==================== design 1
[config.mk]
export PLATFORM = sky130hd
export DESIGN_NAME = conv_result_packer
export DESIGN_NICKNAME = d
export VERILOG_FILES = /design/src/rtl/conv_pkg.sv /design/src/rtl/wb_word_fifo.sv /design/src/rtl/conv_result_packer.sv
export SDC_FILE = /design/constraint.sdc
export NUM_CORES = 1
export LEC_CHECK = 0
export CAP_MARGIN = 10
export CORE_ASPECT_RATIO = 1.2
export CORE_MARGIN = 10
export CORE_UTILIZATION = 59
export CTS_CLUSTER_DIAMETER = 120
export DETAILED_ROUTE_END_ITERATION = 12
export PLACE_DENSITY = 0.88
export SETUP_SLACK_MARGIN = 0.5
export SLEW_MARGIN = 5
export SYNTH_ARGS = -nofsm -noshare
export SYNTH_HDL_FRONTEND = slang
export SYNTH_SLANG_ARGS = --single-unit
[constraint.sdc]
create_clock -name clk -period 6 [get_ports clk]
set_input_delay 1.2 -clock clk [delete_from_list [all_inputs] [get_ports clk]]
set_output_delay 1.2 -clock clk [all_outputs]
set_load 0.02 [all_outputs]
[src/rtl/conv_pkg.sv]
`default_nettype none
// +----------------------------------------------------------------------------+
// | Package  : conv_pkg                                                        |
// | Purpose  : Shared definitions for the conv result packer: FSM state        |
// |            encoding, samples-per-word lane count and the width constants   |
// |            used by the requantiser.                                        |
// | Revision : 1.0 - initial release                                           |
// +----------------------------------------------------------------------------+
package conv_pkg;

  // Samples packed into one memory word.
  localparam int LANES = 4;

  // Extra MSB on the rounding adder so adding the half-LSB bias cannot wrap.
  localparam int ROUND_GUARD = 1;

  typedef enum logic [2:0] {
    ST_IDLE  = 3'd0,
    ST_RUN   = 3'd1,
    ST_FLUSH = 3'd2,
    ST_DRAIN = 3'd3,
    ST_DONE  = 3'd4
  } state_t;

endpackage
`default_nettype wire

[src/rtl/wb_word_fifo.sv]
`default_nettype none
// +----------------------------------------------------------------------------+
// | Module   : wb_word_fifo                                                    |
// | Purpose  : Synchronous show-ahead word FIFO toward the output SRAM.        |
// |            A push while full succeeds only if a pop happens in the same    |
// |            cycle. rdata reads 0 while empty.                               |
// | Ports    : clk, rst (async, active-high), flush (sync clear),              |
// |            push/wdata, pop/rdata, full, empty, last (one entry held)       |
// | Revision : 1.0 - initial release                                           |
// +----------------------------------------------------------------------------+
module wb_word_fifo #(
  parameter int width = 32,
  parameter int depth = 8
) (
  input  logic             clk,
  input  logic             rst,
  input  logic             flush,
  input  logic             push,
  input  logic [width-1:0] wdata,
  input  logic             pop,
  output logic [width-1:0] rdata,
  output logic             full,
  output logic             empty,
  output logic             last
);

  localparam int AW = $clog2(depth);

  logic [width-1:0] mem [depth];
  logic [AW-1:0]    wr_ptr;
  logic [AW-1:0]    rd_ptr;
  logic [AW:0]      count;
  logic             do_push;
  logic             do_pop;

  assign empty   = (count == '0);
  assign full    = (count == (AW+1)'(depth));
  assign last    = (count == (AW+1)'(1));
  assign do_pop  = pop && !empty;
  assign do_push = push && (!full || do_pop);
  assign rdata   = empty ? '0 : mem[rd_ptr];

  always_ff @(posedge clk or posedge rst) begin
    if (rst) begin
      wr_ptr <= '0;
      rd_ptr <= '0;
      count  <= '0;
    end else if (flush) begin
      wr_ptr <= '0;
      rd_ptr <= '0;
      count  <= '0;
    end else begin
      if (do_push) wr_ptr <= wr_ptr + AW'(1);
      if (do_pop)  rd_ptr <= rd_ptr + AW'(1);
      case ({do_push, do_pop})
        2'b10:   count <= count + (AW+1)'(1);
        2'b01:   count <= count - (AW+1)'(1);
        default: count <= count;
      endcase
    end
  end

  // Storage needs no reset: rdata is masked while the FIFO is empty.
  always_ff @(posedge clk) begin
    if (do_push && !flush) mem[wr_ptr] <= wdata;
  end

endmodule
`default_nettype wire

[src/rtl/conv_result_packer.sv]
`default_nettype none
// +----------------------------------------------------------------------------+
// | Module   : conv_result_packer                                              |
// | Purpose  : Requantises conv write-back samples (two ports, port 0 first),  |
// |            packs four per memory word and streams words to the output      |
// |            feature-map SRAM through a small FIFO that absorbs backpressure.|
// | Ports    : clk, rst (async, active-high), start_frame/base_addr,           |
// |            in0/in0_valid, in1/in1_valid, mem_wdata/mem_waddr/mem_wvalid/   |
// |            mem_wready, frame_done (pulse), overflow (sticky word drop).    |
// | Config   : CONV_PACK_RELU_EN - clamp negative results to 0 (ReLU).        |
// | Revision : 1.0 - initial release                                           |
// +----------------------------------------------------------------------------+
module conv_result_packer
  import conv_pkg::*;
#(
  parameter int data_width    = 25,
  parameter int out_width     = 8,
  parameter int frac_shift    = 8,
  parameter int frame_samples = 3721,
  parameter int fifo_depth    = 8,
  parameter int addr_width    = 16
) (
  input  logic                         clk,
  input  logic                         rst,
  input  logic                         start_frame,
  input  logic [addr_width-1:0]        base_addr,
  input  logic [data_width-1:0]        in0,
  input  logic                         in0_valid,
  input  logic [data_width-1:0]        in1,
  input  logic                         in1_valid,
  output logic [LANES*out_width-1:0]   mem_wdata,
  output logic [addr_width-1:0]        mem_waddr,
  output logic                         mem_wvalid,
  input  logic                         mem_wready,
  output logic                         frame_done,
  output logic                         overflow
);

  localparam int WORD_W = LANES * out_width;
  localparam int CNT_W  = $clog2(frame_samples + 1);
  localparam int SUM_W  = data_width + ROUND_GUARD;
  localparam logic signed [SUM_W-1:0] ROUND_BIAS = SUM_W'(1 << (frac_shift - 1));
  localparam logic signed [SUM_W-1:0] SAT_MAX    = SUM_W'((1 << (out_width - 1)) - 1);
  localparam logic signed [SUM_W-1:0] SAT_MIN    = ~SAT_MAX;

  state_t state, state_nx;

  logic [data_width-1:0] smp_a, smp_b;
  logic [1:0]            smp_n;
  logic                  accept_en;
  logic [CNT_W-1:0]      sample_cnt;
  logic                  cnt_reached;

  logic [out_width-1:0]  q_a, q_b;
  logic [1:0]            q_n;

  logic [LANES-1:0][out_width-1:0] acc, merged;
  logic [1:0]            lane;
  logic [2:0]            lane_sum;
  logic                  word_done, spill;
  logic [WORD_W-1:0]     word_reg;
  logic                  word_v;

  logic                  fifo_full, fifo_empty, fifo_last, pop;

  // Round half up, arithmetic shift, then saturate (or ReLU-clamp).
  function automatic logic [out_width-1:0] quantise(input logic [data_width-1:0] x);
    logic signed [SUM_W-1:0] sum;
    logic signed [SUM_W-1:0] shifted;
    sum     = SUM_W'(signed'(x)) + ROUND_BIAS;
    shifted = sum >>> frac_shift;
`ifdef CONV_PACK_RELU_EN
    if (shifted < 0) return '0;
`else
    if (shifted < SAT_MIN) return SAT_MIN[out_width-1:0];
`endif
    if (shifted > SAT_MAX) return SAT_MAX[out_width-1:0];
    return shifted[out_width-1:0];
  endfunction

  // ---------------- input acceptance ----------------
  assign cnt_reached = (sample_cnt == CNT_W'(frame_samples));
  assign accept_en   = (state == ST_RUN) && !start_frame && !cnt_reached;

  // Normalise to "first sample in smp_a" so a lone in1 behaves like in0.
  always_comb begin
    smp_a = in0;
    smp_b = in1;
    smp_n = 2'd0;
    if (accept_en) begin
      if (in0_valid && in1_valid)
        smp_n = (sample_cnt == CNT_W'(frame_samples - 1)) ? 2'd1 : 2'd2;
      else if (in0_valid)
        smp_n = 2'd1;
      else if (in1_valid) begin
        smp_a = in1;
        smp_n = 2'd1;
      end
    end
  end

  always_ff @(posedge clk or posedge rst) begin
    if (rst) begin
      sample_cnt <= '0;
      q_a        <= '0;
      q_b        <= '0;
      q_n        <= 2'd0;
    end else if (start_frame) begin
      sample_cnt <= '0;
      q_n        <= 2'd0;
    end else begin
      sample_cnt <= sample_cnt + CNT_W'(smp_n);
      q_n        <= smp_n;
      q_a        <= quantise(smp_a);
      q_b        <= quantise(smp_b);
    end
  end

  // ---------------- packer ----------------
  // A pair arriving at lane 3 completes the word with q_a and spills q_b
  // into lane 0 of the next word.
  always_comb begin
    merged   = acc;
    lane_sum = {1'b0, lane} + {1'b0, q_n};
    if (q_n != 2'd0)                   merged[lane] = q_a;
    if (q_n == 2'd2 && lane != 2'd3)   merged[lane + 2'd1] = q_b;
    word_done = lane_sum[2];
    spill     = (q_n == 2'd2) && (lane == 2'd3);
  end

  always_ff @(posedge clk or posedge rst) begin
    if (rst) begin
      acc      <= '0;
      lane     <= 2'd0;
      word_reg <= '0;
      word_v   <= 1'b0;
    end else if (start_frame) begin
      acc    <= '0;
      lane   <= 2'd0;
      word_v <= 1'b0;
    end else if (state == ST_FLUSH) begin
      // Unfilled lanes are already zero because acc is cleared per word.
      word_reg <= acc;
      word_v   <= 1'b1;
      acc      <= '0;
      lane     <= 2'd0;
    end else begin
      word_v <= word_done;
      lane   <= lane_sum[1:0];
      if (word_done) begin
        word_reg <= merged;
        acc      <= '0;
        if (spill) acc[0] <= q_b;
      end else begin
        acc <= merged;
      end
    end
  end

  // ---------------- word FIFO and memory port ----------------
  wb_word_fifo #(
    .width (WORD_W),
    .depth (fifo_depth)
  ) u_fifo (
    .clk   (clk),
    .rst   (rst),
    .flush (start_frame),
    .push  (word_v),
    .wdata (word_reg),
    .pop   (pop),
    .rdata (mem_wdata),
    .full  (fifo_full),
    .empty (fifo_empty),
    .last  (fifo_last)
  );

  assign mem_wvalid = !fifo_empty;
  assign pop        = mem_wvalid && mem_wready;

  always_ff @(posedge clk or posedge rst) begin
    if (rst) begin
      mem_waddr <= '0;
      overflow  <= 1'b0;
    end else if (start_frame) begin
      mem_waddr <= base_addr;
      overflow  <= 1'b0;
    end else begin
      if (pop) mem_waddr <= mem_waddr + addr_width'(1);
      if (word_v && fifo_full && !pop) overflow <= 1'b1;
    end
  end

  // ---------------- control FSM ----------------
  always_ff @(posedge clk or posedge rst) begin
    if (rst) state <= ST_IDLE;
    else     state <= state_nx;
  end

  // End of frame is judged once the quantiser stage is empty so the lane
  // pointer is final. DRAIN looks one pop ahead so frame_done lands exactly
  // one cycle after the final handshake.
  always_comb begin
    state_nx   = state;
    frame_done = (state == ST_DONE);
    if (start_frame) begin
      state_nx = ST_RUN;
    end else begin
      case (state)
        ST_IDLE:  state_nx = ST_IDLE;
        ST_RUN:   if (cnt_reached && q_n == 2'd0)
                    state_nx = (lane != 2'd0) ? ST_FLUSH : ST_DRAIN;
        ST_FLUSH: state_nx = ST_DRAIN;
        ST_DRAIN: if (!word_v && (fifo_empty || (fifo_last && pop)))
                    state_nx = ST_DONE;
        ST_DONE:  state_nx = ST_IDLE;
        default:  state_nx = ST_IDLE;
      endcase
    end
  end

endmodule
`default_nettype wire

==================== design 2
### config.mk
export PLATFORM = sky130hd
export DESIGN_NAME = codificador_pt2262
export DESIGN_NICKNAME = d
export VERILOG_FILES = /design/src/rtl/codificador_pt2262.sv
export SDC_FILE = /design/constraint.sdc
export NUM_CORES = 1
export LEC_CHECK = 0
export ABC_AREA = 1
export CORE_ASPECT_RATIO = 0.7
export CORE_MARGIN = 2
export CORE_UTILIZATION = 50
export CTS_BUF_LIST = sky130_fd_sc_hd__clkbuf_8
export CTS_CLUSTER_SIZE = 8
export DETAILED_ROUTE_END_ITERATION = 10
export GPL_TIMING_DRIVEN = 0
export HOLD_SLACK_MARGIN = 0.1
export PLACE_DENSITY = 0.84
export SYNTH_ARGS = -nofsm -noshare
export SYNTH_HDL_FRONTEND = slang
export SYNTH_SLANG_ARGS = --single-unit
### constraint.sdc
create_clock -name clk -period 2.8 [get_ports clk]
set_clock_uncertainty 0.2 [all_clocks]
set_input_delay 0.42 -clock clk [delete_from_list [all_inputs] [get_ports clk]]
set_output_delay 0.42 -clock clk [all_outputs]
set_load 0.01 [all_outputs]
### src/rtl/codificador_pt2262.sv
// codificador_pt2262: PT2262-style tri-state encoder, 8 address trits + 4 data bits + sync per frame
module codificador_pt2262 #(
  parameter int DIVIDER = 250
) (
  input  logic        clk,
  input  logic        reset,
  input  logic [15:0] A,
  input  logic [3:0]  D,
  input  logic        te,
  output logic        cod_o,
  output logic        busy,
  output logic        frame_done
);
  localparam int DW = DIVIDER > 1 ? $clog2(DIVIDER) : 1;
  typedef enum logic [1:0] {IDLE, SEND_WORD, SEND_SYNC} state_t;
  state_t state, state_n;
  logic [DW-1:0] div;
  logic          tick;
  logic [6:0]    phase, phase_n;
  logic [3:0]    word_idx, word_n;
  logic [15:0]   a_sh, a_n;
  logic [3:0]    d_sh, d_n;
  logic          busy_n, cod_n, done_n, start, half_bit;
  logic [1:0]    trit;
  assign tick = div == DW'(DIVIDER - 1);
  always_ff @(posedge clk or negedge reset)
    if (!reset) div <= '0;
    else div <= tick ? '0 : div + 1'b1;
  always_ff @(posedge clk or negedge reset)
    if (!reset) begin
      state      <= IDLE;
      phase      <= '0;
      word_idx   <= '0;
      a_sh       <= '0;
      d_sh       <= '0;
      cod_o      <= 1'b0;
      busy       <= 1'b0;
      frame_done <= 1'b0;
    end else begin
      state      <= state_n;
      phase      <= phase_n;
      word_idx   <= word_n;
      a_sh       <= a_n;
      d_sh       <= d_n;
      cod_o      <= cod_n;
      busy       <= busy_n;
      frame_done <= done_n;
    end
  // cod_o is the level of the position being entered, so it is decided from the next-state values
  always_comb begin
    state_n  = state;
    phase_n  = phase;
    word_n   = word_idx;
    a_n      = a_sh;
    d_n      = d_sh;
    busy_n   = busy;
    cod_n    = cod_o;
    done_n   = 1'b0;
    start    = 1'b0;
    trit     = '0;
    half_bit = 1'b0;
    if (tick) begin
      case (state)
        IDLE: start = te;
        SEND_WORD: begin
          phase_n = phase + 7'd1;
          if (phase[4:0] == 5'd31) begin
            phase_n = '0;
            if (word_idx == 4'd11) state_n = SEND_SYNC;
            else word_n = word_idx + 4'd1;
          end
        end
        default: begin
          phase_n = phase + 7'd1;
          if (phase == 7'd127) begin
            done_n = 1'b1;
            start  = te;
            if (!te) begin
              state_n = IDLE;
              busy_n  = 1'b0;
              phase_n = '0;
              word_n  = '0;
            end
          end
        end
      endcase
      if (start) begin
        state_n = SEND_WORD;
        a_n     = A;
        d_n     = D;
        phase_n = '0;
        word_n  = '0;
        busy_n  = 1'b1;
      end
      // data bits reuse the trit path as 00/11; F (01/10) gives halves (0,1)
      trit     = word_n[3] ? {2{d_n[word_n[1:0]]}} : a_n[{word_n[2:0], 1'b0} +: 2];
      half_bit = phase_n[4] ? |trit : &trit;
      cod_n    = state_n == SEND_SYNC ? phase_n < 7'd4 :
                 state_n == SEND_WORD ? phase_n[3:0] < (half_bit ? 4'd12 : 4'd4) : 1'b0;
    end
  end
endmodule

==================== design 3
===== config.mk =====
export PLATFORM = sky130hd
export DESIGN_NAME = elevator_car
export DESIGN_NICKNAME = d
export VERILOG_FILES = /design/src/rtl/elevator_car.sv
export SDC_FILE = /design/constraint.sdc
export NUM_CORES = 1
export LEC_CHECK = 0
export CAP_MARGIN = 20
export CORE_ASPECT_RATIO = 1.4
export CORE_MARGIN = 3
export CORE_UTILIZATION = 54
export DETAILED_ROUTE_END_ITERATION = 12
export GPL_TIMING_DRIVEN = 0
export PLACE_DENSITY = 0.83
export SLEW_MARGIN = 20
export SYNTH_ARGS = -nofsm -noshare
export SYNTH_HDL_FRONTEND = slang
export SYNTH_SLANG_ARGS = --single-unit

===== constraint.sdc =====
create_clock -name clk -period 3.85 [get_ports clk]
set_input_delay 0.5775 -clock clk [delete_from_list [all_inputs] [get_ports clk]]
set_output_delay 0.5775 -clock clk [all_outputs]
set_load 0.01 [all_outputs]

===== src/rtl/elevator_car.sv =====
// rtl/elevator_car.sv - car/motor model: one-floor hops, arrival stops, door dwell with hold
module elevator_car #(
  parameter int NUM_FLOORS    = 8,
  parameter int FLOOR_W       = 3,
  parameter int TRAVEL_CYCLES = 16,
  parameter int DOOR_CYCLES   = 32,
  parameter int CNT_W         = 8
) (
  input  logic                  clk,
  input  logic                  reset,
  input  logic                  should_move,
  input  logic                  direction,
  input  logic [NUM_FLOORS-1:0] call_all,
  input  logic                  door_hold,
  output logic [FLOOR_W-1:0]    cur_floor,
  output logic                  floor_reached,
  output logic                  door_open,
  output logic                  moving,
  output logic                  move_dir,
  output logic                  limit_err
);

  localparam logic [1:0] S_IDLE   = 2'd0;
  localparam logic [1:0] S_MOVING = 2'd1;
  localparam logic [1:0] S_ARRIVE = 2'd2;
  localparam logic [1:0] S_DOOR   = 2'd3;

  localparam logic [FLOOR_W-1:0] TOP_FLOOR   = FLOOR_W'(NUM_FLOORS - 1);
  localparam logic [CNT_W-1:0]   TRAVEL_LOAD = CNT_W'(TRAVEL_CYCLES - 1);
  localparam logic [CNT_W-1:0]   DOOR_LOAD   = CNT_W'(DOOR_CYCLES - 1);

  logic [1:0]       state;
  logic [CNT_W-1:0] timer;
  logic             call_here;
  logic             can_go;

  assign call_here = call_all[cur_floor];
  // A neighbouring floor exists in the requested direction.
  assign can_go    = direction ? (cur_floor != TOP_FLOOR) : (cur_floor != '0);

  always_ff @(posedge clk or negedge reset) begin
    if (!reset) begin
      state         <= S_IDLE;
      timer         <= '0;
      cur_floor     <= '0;
      floor_reached <= 1'b0;
      door_open     <= 1'b0;
      moving        <= 1'b0;
      move_dir      <= 1'b0;
      limit_err     <= 1'b0;
    end else begin
      limit_err <= 1'b0;
      case (state)
        S_IDLE: begin
          if (call_here) begin
            state         <= S_DOOR;
            timer         <= DOOR_LOAD;
            door_open     <= 1'b1;
            floor_reached <= 1'b1;
          end else if (should_move && can_go) begin
            state    <= S_MOVING;
            moving   <= 1'b1;
            move_dir <= direction;
            timer    <= TRAVEL_LOAD;
          end else if (should_move) begin
            limit_err <= 1'b1;
          end
        end
        S_MOVING: begin
          if (timer == '0) begin
            cur_floor <= move_dir ? cur_floor + FLOOR_W'(1) : cur_floor - FLOOR_W'(1);
            state     <= S_ARRIVE;
            moving    <= 1'b0;
          end else begin
            timer <= timer - CNT_W'(1);
          end
        end
        S_ARRIVE: begin
          // Continue only in the same direction; reversals settle in IDLE first.
          if (call_here) begin
            state         <= S_DOOR;
            timer         <= DOOR_LOAD;
            door_open     <= 1'b1;
            floor_reached <= 1'b1;
          end else if (should_move && (direction == move_dir) && can_go) begin
            state  <= S_MOVING;
            moving <= 1'b1;
            timer  <= TRAVEL_LOAD;
          end else begin
            state <= S_IDLE;
          end
        end
        S_DOOR: begin
          if (door_hold) begin
            timer <= DOOR_LOAD;
          end else if (timer == '0) begin
            state         <= S_IDLE;
            door_open     <= 1'b0;
            floor_reached <= 1'b0;
          end else begin
            timer <= timer - CNT_W'(1);
          end
        end
      endcase
    end
  end

endmodule


Fig. 1: design 2, signal wires by layer
Bar = 20 um. Only two layers are drawn.
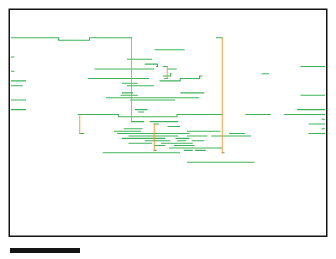
- green: met3 (wire length 494 um)
- orange: met4 (wire length 72.8 um)

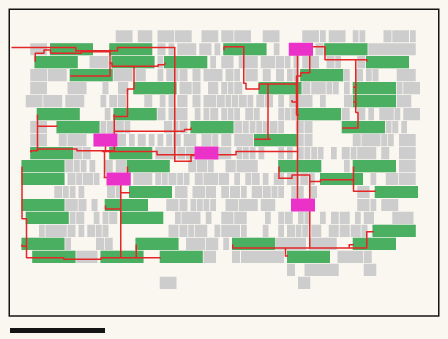
Fig. 2. Clock wires, drivers and flops (design 2).
Bar = 20 um.
- magenta: cells driving clock nets (count 5)
- green: flip-flops (count 44)
- red: clock wires (length 527 um)
- routed clock nets: 6

==> flow_summary.yaml, design 2 <==
# yosys + openroad results
critical_path:
  cp.arrival_ns: 3.21
  path_delay_family: "simple AND/OR/NAND/NOR gates"
  reg2reg_from: "phase[0]"
  crit_cells: 21
  r2r_slack_ns: -0.39
floorplanning:
  die.size.x_um: 89.69
  fp-row-count: 21
final_timing:
  rsz0062_at_grt: "true"
  max_freq_mhz: 313.3
  relSlewSlack_pct: 63.31
  setup_ws_ns: -0.3919
  finalSetupTns_ns: -0.3919
  setup_viol: 1
routing:
  ant_nets: 0
  dr_wl_met3_um: 493
  top_layer: "met4"
clocking:
  postCtsSetupRepairBufs: 10
  clkTransAtPathRegs_ns: 0.08
synthesis:
  ys_ff: 44
  ys_sh_mux_pct: 3.944
  adder_share_pct: 2.921
  avgSynthCellArea_sq_um: 8.056
  synthAoiAreaFrac_pct: 13.05
  yosysMostFrequentCell: "nand2_1"
  ys_sh_xor_pct: 0.6816
finish:
  area_growth_pct: 24.15
  drive_gt1_share_pct: 19.78
  seq_cells: 44
  final_nets: 398
  combGateArea_sq_um: 1313
  clock_buffers: 5
  fillerInstances: 394
  regMostFlops: "a_sh"
  inv_count: 43
  buffer_area_share_pct: 13.96
run_status:
  violations: "setup timing"
  outcome: "complete, but fails checks"
flow_run:
  drv_cap: 0
global_routing:
  top_usage_layer: "met2"
  grt_pass1_wl_mm: 10.65
  grt_pass1_vias: 2297
pwr:
  top_power_group: "registers"
  p_per_area_nw_per_um2: 336.6
placed_design:
  placed_cell_area_sq_um: 2947
  pre_cts_ws_ns: -0.7032
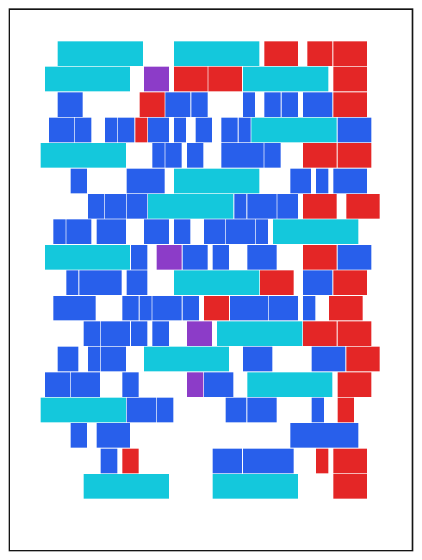
Fig. 3. Cells coloured by class (design 3).
- blue: all other logic (cells 82; share of their area 45%)
- red: other buffers and delay cells (cells 27; share of their area 19%)
- cyan: flip-flops (cells 17; share of their area 34%)
- purple: clock drivers and dummy loads (cells 4; share of their area 2.2%)

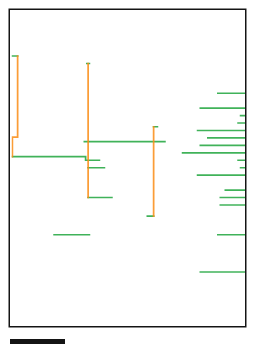
Fig. 4. Signal wires by layer (design 3).
Bar = 10 um. Only two layers are drawn.
- green: met3 (wire length 133 um)
- orange: met4 (wire length 60.1 um)

==> flow_summary.yaml, design 3 <==
# yosys + openroad results
finish:
  buffer_area_share_pct: 18.71
  final_core_util_pct: 72.15
  biggestCellCategory: "combinational gates"
  fillerInstances: 153
  lay_top_cells: "clkdlybuf4s50_1 (20), dfrtp_1 (17), o21ai_0 (11), a21oi_1 (8)"
  num_antenna_cells: 0
  top_regs: "timer x8, cur_floor x3, state x2"
clocking:
  cts_buffers: 3
  cts.sink_count: 17
final_timing:
  relSlewSlack_pct: 36.91
  setup_viol: 0
  finalSetupTns_ns: 0
floorplanning:
  die_h_um: 57.70
  io-pin-count: 21
synthesis:
  yosysMostFrequentCell: "dfrtp_1"
  synthAoiAreaFrac_pct: 20.15
  top_cell_area_share_pct: 41.26
  syn-cell-area_sq_um: 1031
  ys.flop_type: "dfrtp_1"
  synth_cell_types: 38
routing:
  top_layer: "met4"
  met2_length_mm: 1.308
  first_pass_iters: 4
pwr:
  top_power_group: "registers"
  power_clock_mw: 0.0999
  power_mw: 0.4269
critical_path:
  crit_cells: 6
  critPathBufInv: 1
  required_ns: 4.05
run_status:
  outcome: "finished clean"
global_routing:
  grt_max_degree: 18
placed_design:
  dp.cells: 146
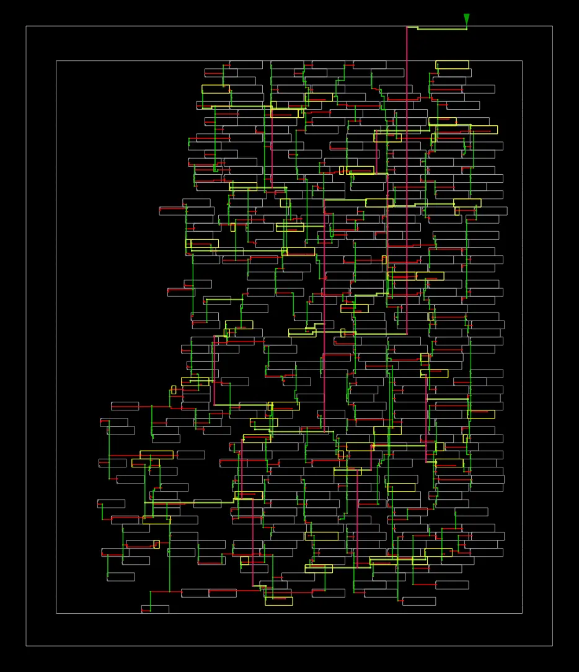
Fig. 5. Clock routing (design 1).
CLK BUF: 43
Clk power: 2.18 mW
Inserted Clock Buffers: 34
Seq cells: 383

==> flow_summary.yaml, design 1 <==
# yosys + openroad results
final_timing:
  whs_ns: 0.5466
  hold_viol: 0
finish:
  num_antenna_cells: 0
  sh_comb_area_pct: 30.71
  instances_no_fill: 1823
  drive_gt1_share_pct: 11.68
  final_core_util_pct: 68.77
run_status:
  outcome: "finished clean"
global_routing:
  grt_pass1_wl_mm: 62.39
  grtUsageTotal_pct: 21.29
  antenna_found_initial: 0
synthesis:
  top_logic_kind: "simple AND/OR/NAND/NOR gates"
  yosysChipArea_sq_um: 17270
  ys_cells: 1331
  edf_count: 256
  synthAoiAreaFrac_pct: 7.940
min_path:
  min_to: "overflow"
critical_path:
  cp-end-kind: "output port"
pwr:
  p_seq_mw: 3.15
floorplanning:
  die_h_um: 207.4
  well_tap_count: 385


==> layout pictures side by side <==
Floorplan with the power grid.
picture 1
Bar = 20 um. Pins as bars on the die edge. Tap cells in grey.
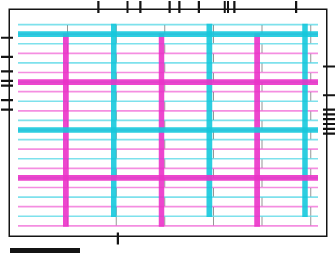
picture 2
Bar = 50 um. Pins as bars on the die edge. Tap cells in grey.
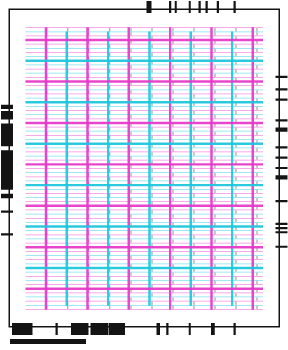
picture 3
Bar = 10 um. Pins as bars on the die edge. Tap cells in grey.
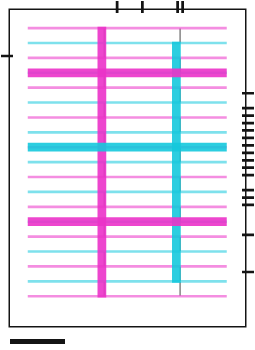
| from | picture |
|---|---|
| design 3 | picture 3 |
| design 2 | picture 1 |
| design 1 | picture 2 |
The one with the smallest die is picture 3.

Key to picture 2:
- cyan: VDD
- magenta: VSS
- rows: 68
- met5 straps: 13
- signal pins: 123
- tap cells: 385
- met4 straps: 11

Power and IR drop assume default switching activity.
